==================== block 1
===== src/rtl/cache_tcam_arbiter.sv =====
// Arbitrates two lookup requesters and a config write port onto a single-operation TCAM.
// Optional hit/miss counters are enabled with `define CACHE_TCAM_ARB_STATS_EN.
module cache_tcam_arbiter #(
    parameter int KEY_WIDTH       = 32,
    parameter int TCAM_MATCH_ADDR = 5,
    parameter int LOOKUP_LAT      = 2,
    parameter int WR_STARVE_MAX   = 4
) (
    input  logic                       axis_clk,
    input  logic                       aresetn,
    input  logic [1:0]                 lk_req,
    input  logic [2*KEY_WIDTH-1:0]     lk_key,
    output logic [1:0]                 lk_gnt,
    output logic                       rsp_valid,
    output logic                       rsp_id,
    output logic                       rsp_match,
    output logic [TCAM_MATCH_ADDR-1:0] rsp_addr,
    input  logic                       cfg_wr_valid,
    output logic                       cfg_wr_ready,
    input  logic [TCAM_MATCH_ADDR-1:0] cfg_wr_addr,
    input  logic [KEY_WIDTH-1:0]       cfg_wr_key,
    output logic [KEY_WIDTH-1:0]       tcam_cmp_din,
    output logic                       tcam_we,
    output logic [TCAM_MATCH_ADDR-1:0] tcam_wr_addr,
    output logic [KEY_WIDTH-1:0]       tcam_din,
    input  logic                       tcam_busy,
    input  logic                       tcam_match,
    input  logic [TCAM_MATCH_ADDR-1:0] tcam_match_addr
`ifdef CACHE_TCAM_ARB_STATS_EN
    ,
    output logic [31:0]                stat_hit_cnt,
    output logic [31:0]                stat_miss_cnt
`endif
);

    typedef enum logic [2:0] {IDLE, CMP, WAIT, RESP, WR, WR_WAIT} state_t;

    localparam logic [3:0] STARVE_MAX = 4'(WR_STARVE_MAX);
    localparam logic [2:0] WAIT_LAST  = 3'(LOOKUP_LAT - 1);

    state_t               state;
    logic [3:0]           starve_cnt;
    logic                 last_gnt;
    logic                 cur_id;
    logic [2:0]           wait_cnt;

    logic                 arb_ok;
    logic                 any_req;
    logic                 wr_sel;
    logic                 lk_sel;
    logic                 sel_id;
    logic [KEY_WIDTH-1:0] sel_key;

    // Arbitration is held off while the response strobe is out so grants never overlap it.
    assign arb_ok  = (state == IDLE) && !tcam_busy && !rsp_valid;
    assign any_req = |lk_req;
    assign wr_sel  = arb_ok && cfg_wr_valid && !(any_req && (starve_cnt == STARVE_MAX));
    assign lk_sel  = arb_ok && any_req && !wr_sel;
    assign sel_id  = (lk_req == 2'b11) ? !last_gnt : lk_req[1];
    assign sel_key = sel_id ? lk_key[2*KEY_WIDTH-1:KEY_WIDTH] : lk_key[KEY_WIDTH-1:0];

    assign cfg_wr_ready = wr_sel;

    always_comb begin
        lk_gnt = 2'b00;
        if (lk_sel) begin
            lk_gnt[sel_id] = 1'b1;
        end
    end

    always_ff @(posedge axis_clk or negedge aresetn) begin
        if (!aresetn) begin
            state        <= IDLE;
            rsp_valid    <= 1'b0;
            rsp_id       <= 1'b0;
            rsp_match    <= 1'b0;
            rsp_addr     <= '0;
            tcam_we      <= 1'b0;
            tcam_wr_addr <= '0;
            tcam_din     <= '0;
            tcam_cmp_din <= '1;
            starve_cnt   <= '0;
            last_gnt     <= 1'b1;
            cur_id       <= 1'b0;
            wait_cnt     <= '0;
        end else begin
            rsp_valid    <= 1'b0;
            tcam_we      <= wr_sel;
            // The compare register carries the key only for the single CMP cycle.
            tcam_cmp_din <= lk_sel ? sel_key : '1;
            if (wr_sel) begin
                tcam_wr_addr <= cfg_wr_addr;
                tcam_din     <= cfg_wr_key;
            end
            if (lk_sel) begin
                last_gnt <= sel_id;
                cur_id   <= sel_id;
            end
            if (lk_sel || !any_req) begin
                starve_cnt <= '0;
            end else if (wr_sel && (starve_cnt != STARVE_MAX)) begin
                starve_cnt <= starve_cnt + 4'd1;
            end
            case (state)
                IDLE: begin
                    if (lk_sel) begin
                        state <= CMP;
                    end else if (wr_sel) begin
                        state <= WR;
                    end
                end
                CMP: begin
                    wait_cnt <= 3'd1;
                    if (LOOKUP_LAT == 1) begin
                        state <= RESP;
                    end else begin
                        state <= WAIT;
                    end
                end
                WAIT: begin
                    if (wait_cnt == WAIT_LAST) begin
                        state <= RESP;
                    end else begin
                        wait_cnt <= wait_cnt + 3'd1;
                    end
                end
                RESP: begin
                    rsp_valid <= 1'b1;
                    rsp_id    <= cur_id;
                    rsp_match <= tcam_match;
                    rsp_addr  <= tcam_match ? tcam_match_addr : '0;
                    state     <= IDLE;
                end
                WR: begin
                    wait_cnt <= '0;
                    state    <= WR_WAIT;
                end
                WR_WAIT: begin
                    // Two-cycle floor, then wait for the TCAM to finish the write.
                    if ((wait_cnt != 3'd0) && !tcam_busy) begin
                        state <= IDLE;
                    end else begin
                        wait_cnt <= 3'd1;
                    end
                end
                default: state <= IDLE;
            endcase
        end
    end

`ifdef CACHE_TCAM_ARB_STATS_EN
    always_ff @(posedge axis_clk or negedge aresetn) begin
        if (!aresetn) begin
            stat_hit_cnt  <= '0;
            stat_miss_cnt <= '0;
        end else if (rsp_valid) begin
            if (rsp_match) begin
                stat_hit_cnt <= stat_hit_cnt + 32'd1;
            end else begin
                stat_miss_cnt <= stat_miss_cnt + 32'd1;
            end
        end
    end
`endif

endmodule


===== config.mk =====
export PLATFORM = sky130hd
export DESIGN_NAME = cache_tcam_arbiter
export DESIGN_NICKNAME = d
export VERILOG_FILES = /design/src/rtl/cache_tcam_arbiter.sv
export SDC_FILE = /design/constraint.sdc
export NUM_CORES = 1
export LEC_CHECK = 0
export CAP_MARGIN = 20
export CORE_MARGIN = 2
export CORE_UTILIZATION = 41
export CTS_BUF_LIST = sky130_fd_sc_hd__clkbuf_4 sky130_fd_sc_hd__clkbuf_8
export DETAILED_ROUTE_END_ITERATION = 16
export GPL_TIMING_DRIVEN = 0
export HOLD_SLACK_MARGIN = 0.05
export PLACE_DENSITY_LB_ADDON = 0.15
export SYNTH_ARGS = -nofsm -noshare
export SYNTH_HDL_FRONTEND = slang
export SYNTH_SLANG_ARGS = --single-unit

===== constraint.sdc =====
create_clock -name axis_clk -period 2.45 [get_ports axis_clk]
set_input_delay 0.3675 -clock axis_clk [delete_from_list [all_inputs] [get_ports axis_clk]]
set_output_delay 0.3675 -clock axis_clk [all_outputs]
set_load 0.01 [all_outputs]

Fig. 1: block 1, sizing map
Bar = 20 um.
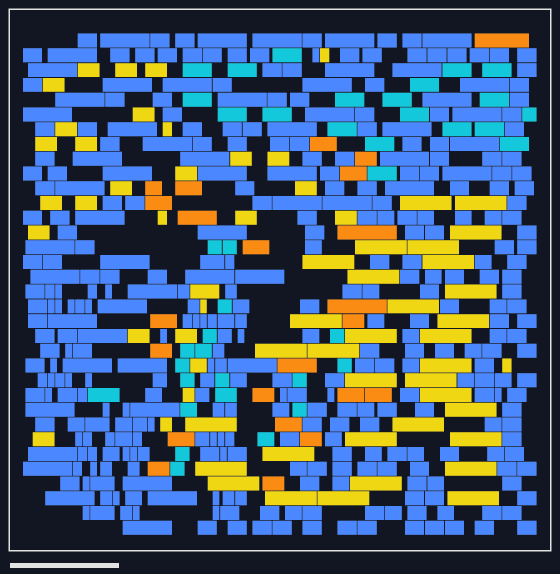
colour	size	cells
cyan	_3 and _4 cells	39
yellow	_2 cells	63
blue	_0 and _1 cells	364
orange	_6 and larger	23
non-clock buffer count: 219
Layout area overhead: 65.4%
final instance area: 0.00618 mm^2
fin worst setup slack: 0.0712 ns

Fig. 2: block 1, clock distribution
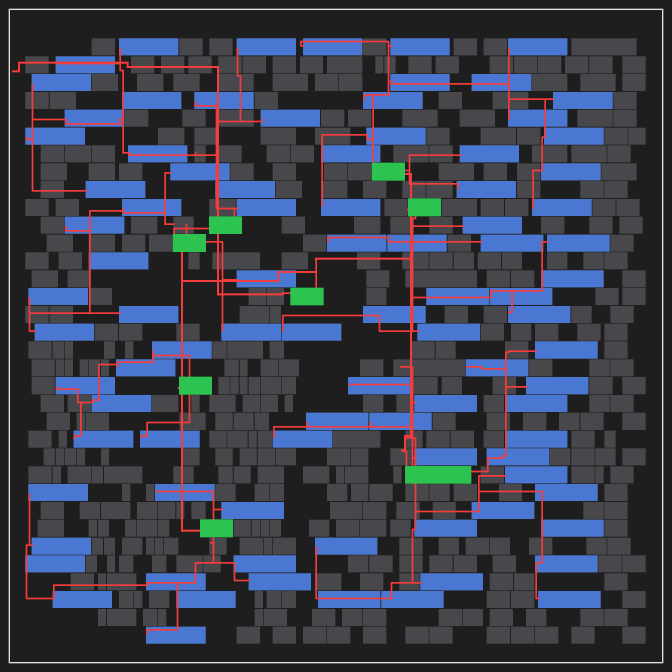
[green] clock drivers | count: 9
[blue] flip-flops | count: 90
[red] clock wires | length: 1060 um
routed clock nets	10
flops lie	spread over the die
clk latency late pin: 0.36 ns
Clk power: 1.13 mW
Final Skew: 0.0166 ns
Clk pwr share: 20.1%

==> CHANGELOG.md <==
## Flow update

* Die area at 0.00990 mm^2
* Log Warnings at 31
* Final net count at 602
* DRT Pass-1 Iters at 4
* Post-Synth AOI/OAI Area at 11.6%
* Routability cong. at 0.771
* Period minus WS final at 2.38 ns
* Setup WS pre-CTS at -0.571 ns
* Via Count at 2971
* Final Setup Violations at 0
* Final setup TNS at 0 ns
* Crit. End Element: output pin
* Biggest Area Class: flip-flops and latches
* Post-Layout Cell Count at 597
* Non-clock buffering overhead at 35.2%
* Status: complete, no violations
* Distinct lib cells used at 40
* Combinational fraction of the cell area at 21.1%
* Kind of cell adding the most delay to the critical path: simple AND/OR/NAND/NOR gates
* Met2 Track Usage GR at 36.0%
* Initial antenna violation count at 0
* Clkbuf count at 9
* Total Power at 5.61 mW
* CP required at 2.08 ns
* Row Count at 34
* Crit path max fanout at 10
* Ys cells at 268
* H-tree Lvls at 3
* Cell Int Power at 3.97 mW
* Most frequent cells after synthesis: 57 x dfrtp_1, 33 x dfstp_2, 31 x o22a_1, 21 x mux2_2, 20 x nand2_1
* Total Routing Usage GR at 21.3%
* Crit path buf inv count at 5
* Top Registers: tcam_cmp_din (32), tcam_din (32)
* Crit path cell chain: inv_2 > ha_2 > nand3b_1 > o21ai_2 > or3b_1 > buf_6 > buf_12 > clkinv_4 > buf_6
* Crit path arrival time at 2.01 ns
* Final wirelength at 10.3 mm
* Top cells by area: dfrtp_1 38%, dfstp_2 23%, mux2_4 7.6%
* Met3 track demand over resource at 5.55%
* Slew Viols, Final at 0
* Post-route clock period utilization at 97.1%
* Fraction of layout cells with a size suffix above 1 at 25.6%
Fig. 3: block 1, I/O pins on the die edge
Pins as bars across the die edge, other pins in grey.
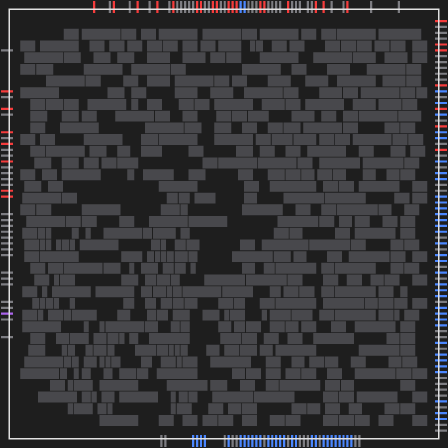
colour	port	pins	direction	edge
purple	rsp_valid	1	output	left
red	cfg_wr_key	32	input	18 top, 7 left, 7 right
blue	lk_key	64	input	34 right, 28 bottom, 2 top
die y size: 99.5 um
die width: 99.5 um
# port buffers: 193

[worst paths after layout]
path                          startpoint            to  depth (start not counted)
setup / recovery           starve_cnt[0]     lk_gnt[0]                          9
hold / removal               rsp_addr[2]   rsp_addr[2]                          2
setup reg to reg                state[1]  tcam_din[24]                          8
hold reg to reg              rsp_addr[2]   rsp_addr[2]                          2
max in group asynchronous        aresetn      last_gnt                          3
min in group asynchronous        aresetn  tcam_din[24]                          2

==================== block 2
Fig. 4: block 2, sizing map
Bar = 20 um.
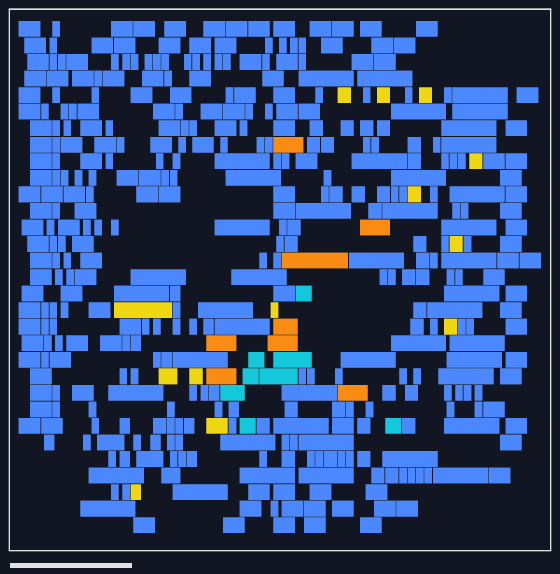
Fig. 5: block 2, clock routing
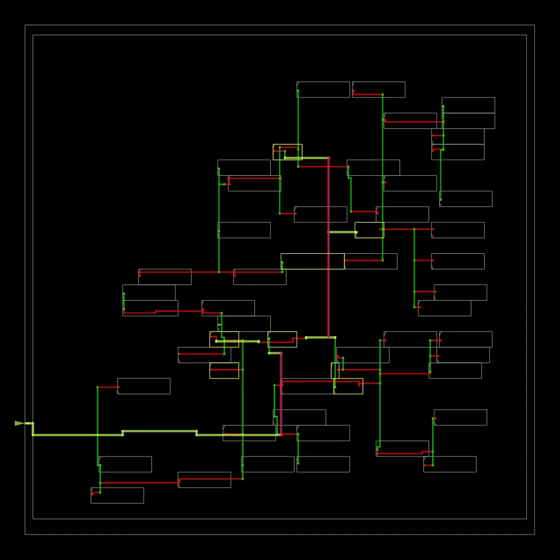
==> src/rtl/mem_arbiter_pkg.sv <==
// Shared types and constants for the two-requester memory arbiter.
// Latency: n/a (types only).
// Backpressure: n/a (types only).
package mem_arbiter_pkg;

    localparam int WORD                = 16;
    localparam int ARB_TIMEOUT_DEFAULT = 15;

    typedef enum logic {
        ARB_IDLE   = 1'b0,
        ARB_ACCESS = 1'b1
    } arb_state_t;

    typedef enum logic {
        OWNER_A = 1'b0,
        OWNER_B = 1'b1
    } owner_t;

    // A lone requester wins outright; on a tie the loser of the last round goes next.
    function automatic owner_t pick_winner(input logic a_req,
                                           input logic b_req,
                                           input owner_t last_winner);
        owner_t w;
        if (a_req && b_req) begin
            w = (last_winner == OWNER_A) ? OWNER_B : OWNER_A;
        end else if (a_req) begin
            w = OWNER_A;
        end else begin
            w = OWNER_B;
        end
        return w;
    endfunction

endpackage

==> src/rtl/mem_arbiter_mux.sv <==
// Two-way word mux steering the owner's {addr, we, wdata} onto the memory port.
// Latency: combinational.
// Backpressure: none; follows sel immediately.
module mux #(
    parameter int W = 1
) (
    input  logic         sel,
    input  logic [W-1:0] in0,
    input  logic [W-1:0] in1,
    output logic [W-1:0] out
);

    assign out = sel ? in1 : in0;

endmodule

==> src/rtl/mem_arbiter.sv <==
// Round-robin arbiter granting requester A or B single-word access to one memory port.
// Latency: grant 1 cycle after req, done 1 cycle after mem_ready (min 2 req-to-done), timeout after TIMEOUT wait cycles.
// Backpressure: requesters hold req until done; the memory stalls the owner by withholding mem_ready.
module mem_arbiter
    import mem_arbiter_pkg::*;
#(
    parameter int ADDR_SIZE = 8,
    parameter int TIMEOUT   = ARB_TIMEOUT_DEFAULT
) (
    input  logic                 clk,
    input  logic                 rst_n,

    input  logic                 a_req,
    input  logic [ADDR_SIZE-1:0] a_addr,
    input  logic                 a_we,
    input  logic [WORD-1:0]      a_wdata,
    output logic                 a_gnt,
    output logic                 a_done,
    output logic [WORD-1:0]      a_rdata,

    input  logic                 b_req,
    input  logic [ADDR_SIZE-1:0] b_addr,
    input  logic                 b_we,
    input  logic [WORD-1:0]      b_wdata,
    output logic                 b_gnt,
    output logic                 b_done,
    output logic [WORD-1:0]      b_rdata,

    output logic                 err,

    output logic                 mem_sel,
    output logic                 mem_en,
    output logic [ADDR_SIZE-1:0] mem_addr,
    output logic                 mem_we,
    output logic [WORD-1:0]      mem_wdata,
    input  logic                 mem_ready,
    input  logic [WORD-1:0]      mem_rdata
);

    localparam int               CNT_W    = $clog2(TIMEOUT + 1);
    localparam int               MUX_W    = ADDR_SIZE + 1 + WORD;
    localparam logic [CNT_W-1:0] CNT_LAST = CNT_W'(TIMEOUT - 1);

    arb_state_t       state;
    owner_t           owner;
    owner_t           last_winner;
    owner_t           winner;
    logic [CNT_W-1:0] cnt;
    logic [MUX_W-1:0] mux_out;
    logic             mux_we;

    assign winner  = pick_winner(a_req, b_req, last_winner);
    assign mem_sel = (owner == OWNER_B);

    mux #(
        .W   (MUX_W)
    ) u_mux (
        .sel (mem_sel),
        .in0 ({a_addr, a_we, a_wdata}),
        .in1 ({b_addr, b_we, b_wdata}),
        .out (mux_out)
    );

    assign {mem_addr, mux_we, mem_wdata} = mux_out;
    // Address and data may float between accesses, but a write strobe must never leak out.
    assign mem_we = mux_we & mem_en;

    always_ff @(posedge clk or negedge rst_n) begin
        if (!rst_n) begin
            state       <= ARB_IDLE;
            owner       <= OWNER_A;
            last_winner <= OWNER_B;
            cnt         <= '0;
            a_gnt       <= 1'b0;
            b_gnt       <= 1'b0;
            a_done      <= 1'b0;
            b_done      <= 1'b0;
            err         <= 1'b0;
            mem_en      <= 1'b0;
            a_rdata     <= '0;
            b_rdata     <= '0;
        end else begin
            a_done <= 1'b0;
            b_done <= 1'b0;
            err    <= 1'b0;
            case (state)
                ARB_IDLE: begin
                    if (a_req || b_req) begin
                        state       <= ARB_ACCESS;
                        owner       <= winner;
                        last_winner <= winner;
                        cnt         <= '0;
                        mem_en      <= 1'b1;
                        a_gnt       <= (winner == OWNER_A);
                        b_gnt       <= (winner == OWNER_B);
                    end
                end
                ARB_ACCESS: begin
                    // mem_ready is tested first so a completion on the last allowed cycle still succeeds.
                    if (mem_ready || cnt == CNT_LAST) begin
                        state  <= ARB_IDLE;
                        mem_en <= 1'b0;
                        a_gnt  <= 1'b0;
                        b_gnt  <= 1'b0;
                        err    <= ~mem_ready;
                        if (owner == OWNER_A) begin
                            a_done  <= 1'b1;
                            a_rdata <= mem_ready ? mem_rdata : '0;
                        end else begin
                            b_done  <= 1'b1;
                            b_rdata <= mem_ready ? mem_rdata : '0;
                        end
                    end else begin
                        cnt <= cnt + 1'b1;
                    end
                end
                default: begin
                    state <= ARB_IDLE;
                end
            endcase
        end
    end

endmodule

==> config.mk <==
export PLATFORM = sky130hd
export DESIGN_NAME = mem_arbiter
export DESIGN_NICKNAME = d
export VERILOG_FILES = /design/src/rtl/mem_arbiter_pkg.sv /design/src/rtl/mem_arbiter_mux.sv /design/src/rtl/mem_arbiter.sv
export SDC_FILE = /design/constraint.sdc
export NUM_CORES = 1
export LEC_CHECK = 0
export ABC_AREA = 1
export CORE_UTILIZATION = 30
export CTS_CLUSTER_SIZE = 24
export DETAILED_ROUTE_END_ITERATION = 10
export PLACE_DENSITY = 0.66
export SLEW_MARGIN = 20
export SYNTH_ARGS = -nofsm -noshare
export SYNTH_HDL_FRONTEND = slang
export SYNTH_SLANG_ARGS = --single-unit
==> constraint.sdc <==
create_clock -name clk -period 2.4 [get_ports clk]
set_clock_uncertainty 0.05 [all_clocks]
set_input_delay 0.24 -clock clk [delete_from_list [all_inputs] [get_ports clk]]
set_output_delay 0.24 -clock clk [all_outputs]
set_load 0.02 [all_outputs]
==> CHANGELOG.md <==
## Flow update

* Hold crit path type: in -> async
* DRT iter0 DRCs at 96
* Die width at 88.8 um
* Crit path arrival time at 1.86 ns
* Most frequent cells after synthesis: 148 x nand2_1, 44 x dfrtp_1, 33 x nand4_1, 10 x inv_1, 9 x buf_2
* Largest net degree at the start of global routing at 44
* Post-route clock period utilization at 89.5%
* Initial antenna violation count at 0
* # diodes at 0
* RR Startpoint: mem_sel
* Slew Viols, Final at 0
* Total Power at 4.36 mW
* Status: complete, no violations
* Fmax achieved at 466 MHz
* Max-cap violation count at 0
* Syn Nets at 359
* Final core occ at 52.1%
* Vias per cell at 4.60
* Die area at 0.00788 mm^2
* Period minus WS final at 2.15 ns
Notes on Fig. 4 above:
colour	size	cells
blue	_0 and _1 cells	387
yellow	_2 cells	13
cyan	_3 and _4 cells	8
orange	_6 and larger	8
non-clock buffer count: 141
final instance area: 0.00378 mm^2
fin worst setup slack: 0.253 ns
Layout area overhead: 67.4%

Notes on Fig. 5 above:
CTS buffer count: 5
CTS Sinks: 45

routing by layer:
metal,track usage (%),wire length (um),vias up
met2,28.2,3290,91
met3,5.32,433,7
met4,4.40,79,0
li1,-,-,1182
met1,21.3,2700,1087
met5,0,0,-
layout make-up:
cell class	instances	area share, %
Multi-Input combinational cell	211	25.9
Tap cell	99	3.27
Timing Repair Buffer	141	36.9
Inverter	11	1.09
Sequential cell	45	29.8
Clock inverter	1	0.794
Clock buffer	7	2.28

==================== block 3
Fig. 6: block 3, I/O pins on the die edge
Pins as bars across the die edge, other pins in grey.
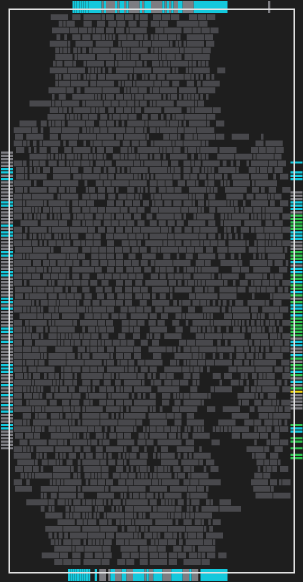
Fig. 7: block 3, metal 4
Bar = 20 um.
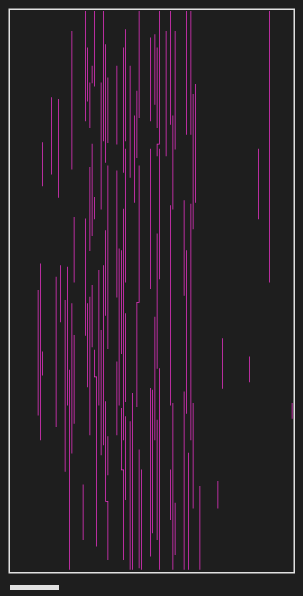
Fig. 8: block 3, sizing map
Bar = 20 um.
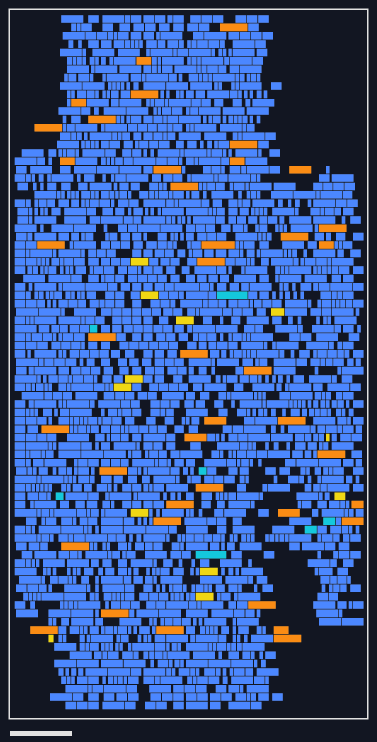
==> config.mk <==
export PLATFORM = sky130hd
export DESIGN_NAME = secded_128_enc
export DESIGN_NICKNAME = d
export VERILOG_FILES = /design/src/rtl/secded_128_pkg.sv /design/src/rtl/secded_128_chk_gen.sv /design/src/rtl/secded_128_enc.sv
export SDC_FILE = /design/constraint.sdc
export NUM_CORES = 1
export LEC_CHECK = 0
export CAP_MARGIN = 5
export CORE_ASPECT_RATIO = 2
export CORE_UTILIZATION = 56
export DETAILED_ROUTE_END_ITERATION = 12
export GPL_ROUTABILITY_DRIVEN = 0
export PLACE_DENSITY = 0.92
export RECOVER_POWER = 25
export SKIP_CTS_REPAIR_TIMING = 1
export SYNTH_ARGS = -nofsm -noshare
export SYNTH_HDL_FRONTEND = slang
export SYNTH_SLANG_ARGS = --single-unit
==> constraint.sdc <==
create_clock -name clk -period 4.7 [get_ports clk]
set_input_delay 1.175 -clock clk [delete_from_list [all_inputs] [get_ports clk]]
set_output_delay 1.175 -clock clk [all_outputs]
set_load 0.05 [all_outputs]
==> src/rtl/secded_128_pkg.sv <==
// Shared SECDED(137,128) constants and the data-to-code index mapping.
// The encoder and the decoder both use this package.
package secded_128_pkg;

  localparam int unsigned DATA_W  = 128;
  localparam int unsigned CODE_W  = 137;
  localparam int unsigned NUM_CHK = 8;

  typedef logic [7:0] code_idx_t;
  typedef logic [DATA_W-1:0][7:0] data_idx_tbl_t;

  // Check bit c_j lives at Hamming position 2^j, i.e. code index 2^j - 1.
  localparam logic [NUM_CHK-1:0][7:0] CHK_IDX = {
    8'd127, 8'd63, 8'd31, 8'd15, 8'd7, 8'd3, 8'd1, 8'd0
  };

  // Data bit d goes to the d-th non-power-of-two Hamming position (starting at p = 3).
  function automatic code_idx_t data_code_idx(int unsigned d);
    int unsigned n;
    n = 0;
    for (int unsigned p = 3; p < CODE_W; p++) begin
      if ((p & (p - 1)) != 0) begin
        if (n == d) return code_idx_t'(p - 1);
        n++;
      end
    end
    return '0;
  endfunction

  function automatic data_idx_tbl_t build_data_code_idx();
    data_idx_tbl_t tbl;
    for (int unsigned d = 0; d < DATA_W; d++) begin
      tbl[d] = data_code_idx(d);
    end
    return tbl;
  endfunction

  localparam data_idx_tbl_t DATA_CODE_IDX = build_data_code_idx();

endpackage

==> src/rtl/secded_128_chk_gen.sv <==
// Combinational Hamming check-bit generator: c_j is the XOR of the data bits whose
// Hamming position has bit j set.
module secded_128_chk_gen
  import secded_128_pkg::*;
(
  input  logic [0:DATA_W-1]  data_i,
  output logic [0:NUM_CHK-1] check_o
);

  logic [8:0] pos;

  always_comb begin
    check_o = '0;
    pos     = '0;
    for (int i = 0; i < DATA_W; i++) begin
      pos = {1'b0, DATA_CODE_IDX[i]} + 9'd1;
      for (int j = 0; j < NUM_CHK; j++) begin
        if (pos[j]) begin
          check_o[j] = check_o[j] ^ data_i[i];
        end
      end
    end
  end

endmodule

==> src/rtl/secded_128_enc.sv <==
// SECDED(137,128) encoder: two-stage valid/ready pipeline with a saturating word counter.
// Defining SECDED_128_ENC_ERR_INJ_EN adds i_inj_mask/i_inj_en to corrupt the output word.
module secded_128_enc #(
  parameter int unsigned DATA_W = 128,
  parameter int unsigned CODE_W = 137,
  parameter int unsigned CNT_W  = 32
) (
  input  logic              clk,
  input  logic              reset,
  input  logic              enable,
  input  logic [0:DATA_W-1] i_data,
  input  logic              i_valid,
  output logic              o_ready,
  output logic [0:CODE_W-1] o_code,
  output logic              o_valid,
  input  logic              i_ready,
`ifdef SECDED_128_ENC_ERR_INJ_EN
  input  logic [0:CODE_W-1] i_inj_mask,
  input  logic              i_inj_en,
`endif
  output logic [CNT_W-1:0]  o_count
);

  import secded_128_pkg::*;

  logic                s1_valid_q;
  logic [0:DATA_W-1]   s1_data_q;
  logic [0:NUM_CHK-1]  s1_check_q;
  logic [0:NUM_CHK-1]  check;
  logic [0:CODE_W-2]   ham;
  logic [0:CODE_W-1]   code_d;
  logic                s2_adv;
  logic                out_fire;

  secded_128_chk_gen u_chk_gen (
    .data_i  (i_data),
    .check_o (check)
  );

  // enable gates both stages and the output transfer, so a held word is never counted twice.
  assign s2_adv   = enable && (!o_valid || i_ready);
  assign out_fire = enable && o_valid && i_ready;
  assign o_ready  = !reset && enable && (!s1_valid_q || s2_adv);

  always_comb begin
    ham = '0;
    for (int j = 0; j < NUM_CHK; j++) begin
      ham[CHK_IDX[j]] = s1_check_q[j];
    end
    for (int i = 0; i < DATA_W; i++) begin
      ham[DATA_CODE_IDX[i]] = s1_data_q[i];
    end
`ifdef SECDED_128_ENC_ERR_INJ_EN
    code_d = {ham, ^ham} ^ (i_inj_en ? i_inj_mask : '0);
`else
    code_d = {ham, ^ham};
`endif
  end

  always_ff @(posedge clk) begin
    if (reset) begin
      s1_valid_q <= 1'b0;
      s1_data_q  <= '0;
      s1_check_q <= '0;
      o_valid    <= 1'b0;
      o_code     <= '0;
      o_count    <= '0;
    end else begin
      if (o_ready) begin
        s1_valid_q <= i_valid;
        if (i_valid) begin
          s1_data_q  <= i_data;
          s1_check_q <= check;
        end
      end
      if (s2_adv) begin
        o_valid <= s1_valid_q;
        if (s1_valid_q) begin
          o_code <= code_d;
        end
      end
      if (out_fire && !(&o_count)) begin
        o_count <= o_count + 1'b1;
      end
    end
  end

endmodule

==> CHANGELOG.md <==
## Flow update

* Status: finished, violations left
* Failing checks: max-capacitance violations, max-slew violations
* Comb power at 2.27 mW
* Crit. End Element: output pin
* Total Routing Usage GR at 34.6%
* Clkbuf count at 38
* Log Warnings at 30
* Top Usage Layer GRT: met2
* # port buffers at 303
* Final Skew at 0.0254 ns
* Post-Synth Adder-Cell Area at 0.0859%
* Worst reg2reg endpoint: s1_data_q[77]
* Mapped Cells at 1748
* Peak supply drop at 0.000331 V
* Seq/Total Area, Yosys at 42.2%
* Crit path arrival time at 3.18 ns
* Period minus WS final at 4.36 ns
* Non-clock buffering overhead at 16.9%
* Vias per cell at 5.54
* Cells after DPL at 2302
* Max reg flops at 137
* Synth warn at 0
* Final net count at 2125
* Biggest Area Class: combinational gates
* Ys flops at 307
* Slowest cell on the critical path: clkdlybuf4s50_1
* Combinational Power Share at 31.5%
* Mapped Area at 0.0146 mm^2
* Post-Layout Cell Count at 2347
* CTS buffer count at 27
* FF-to-FF path depth at 6
* Fraction of layout cells with a size suffix above 1 at 2.95%
* Post-route clock period utilization at 92.7%
* Mapped Avg Cell Area at 8.33 um^2
* Max-cap violation count at 2
* Congestion Overflow GR at 0
* Slew Viols, Final at 124
* DRT iter0 DRCs at 854
* Final Setup Violations at 0
* Clock Tree Buf Depth at 3
## Picture notes: Fig. 6
colour	port	pins	direction	edge
cyan	o_code	137	output	43 bottom, 42 top, 27 left, 25 right
yellow	o_valid	1	output	right
green	o_count	32	output	right
all pins by edge	90 left, 78 right, 70 top, 66 bottom
die width: 116 um
die y size: 230 um

## Picture notes: Fig. 7
main direction	vertical
longest straight run	111 um
final wirelength: 46.2 mm
Via Count: 13000

## Picture notes: Fig. 8
colour	size	cells
yellow	_2 cells	12
blue	_0 and _1 cells	1944
cyan	_3 and _4 cells	7
orange	_6 and larger	40
non-clock buffer count: 310
fin worst setup slack: 0.342 ns

[critical path: cells and delay by family]
kind | cells | cell delay [ns]
and+or+nand+nor | 1 | 0.10
buffers and inverters | 2 | 1.60
AOI/OAI and AO/OA | 1 | 0.31
[cells in the final DEF (no fill, tap or decap), drive strengths merged, types with 2 or more instances in the layout]
cell and instances:
xnor2 340, nand2b 2, diode 4, and3 8, nand4 7, o21ai 17, nand3b 136, clkdlybuf4s50 300
dfxtp 307, buf 8, nor2 33, or3 9, clkbuf 38, inv 5, dlygate4sd3 2, a211oi 2
and4 5, nand2 548, a21oi 149, xor2 64, nand3 12, and2 2

Power figures rest on the tool's default switching activity, not on a simulated workload.
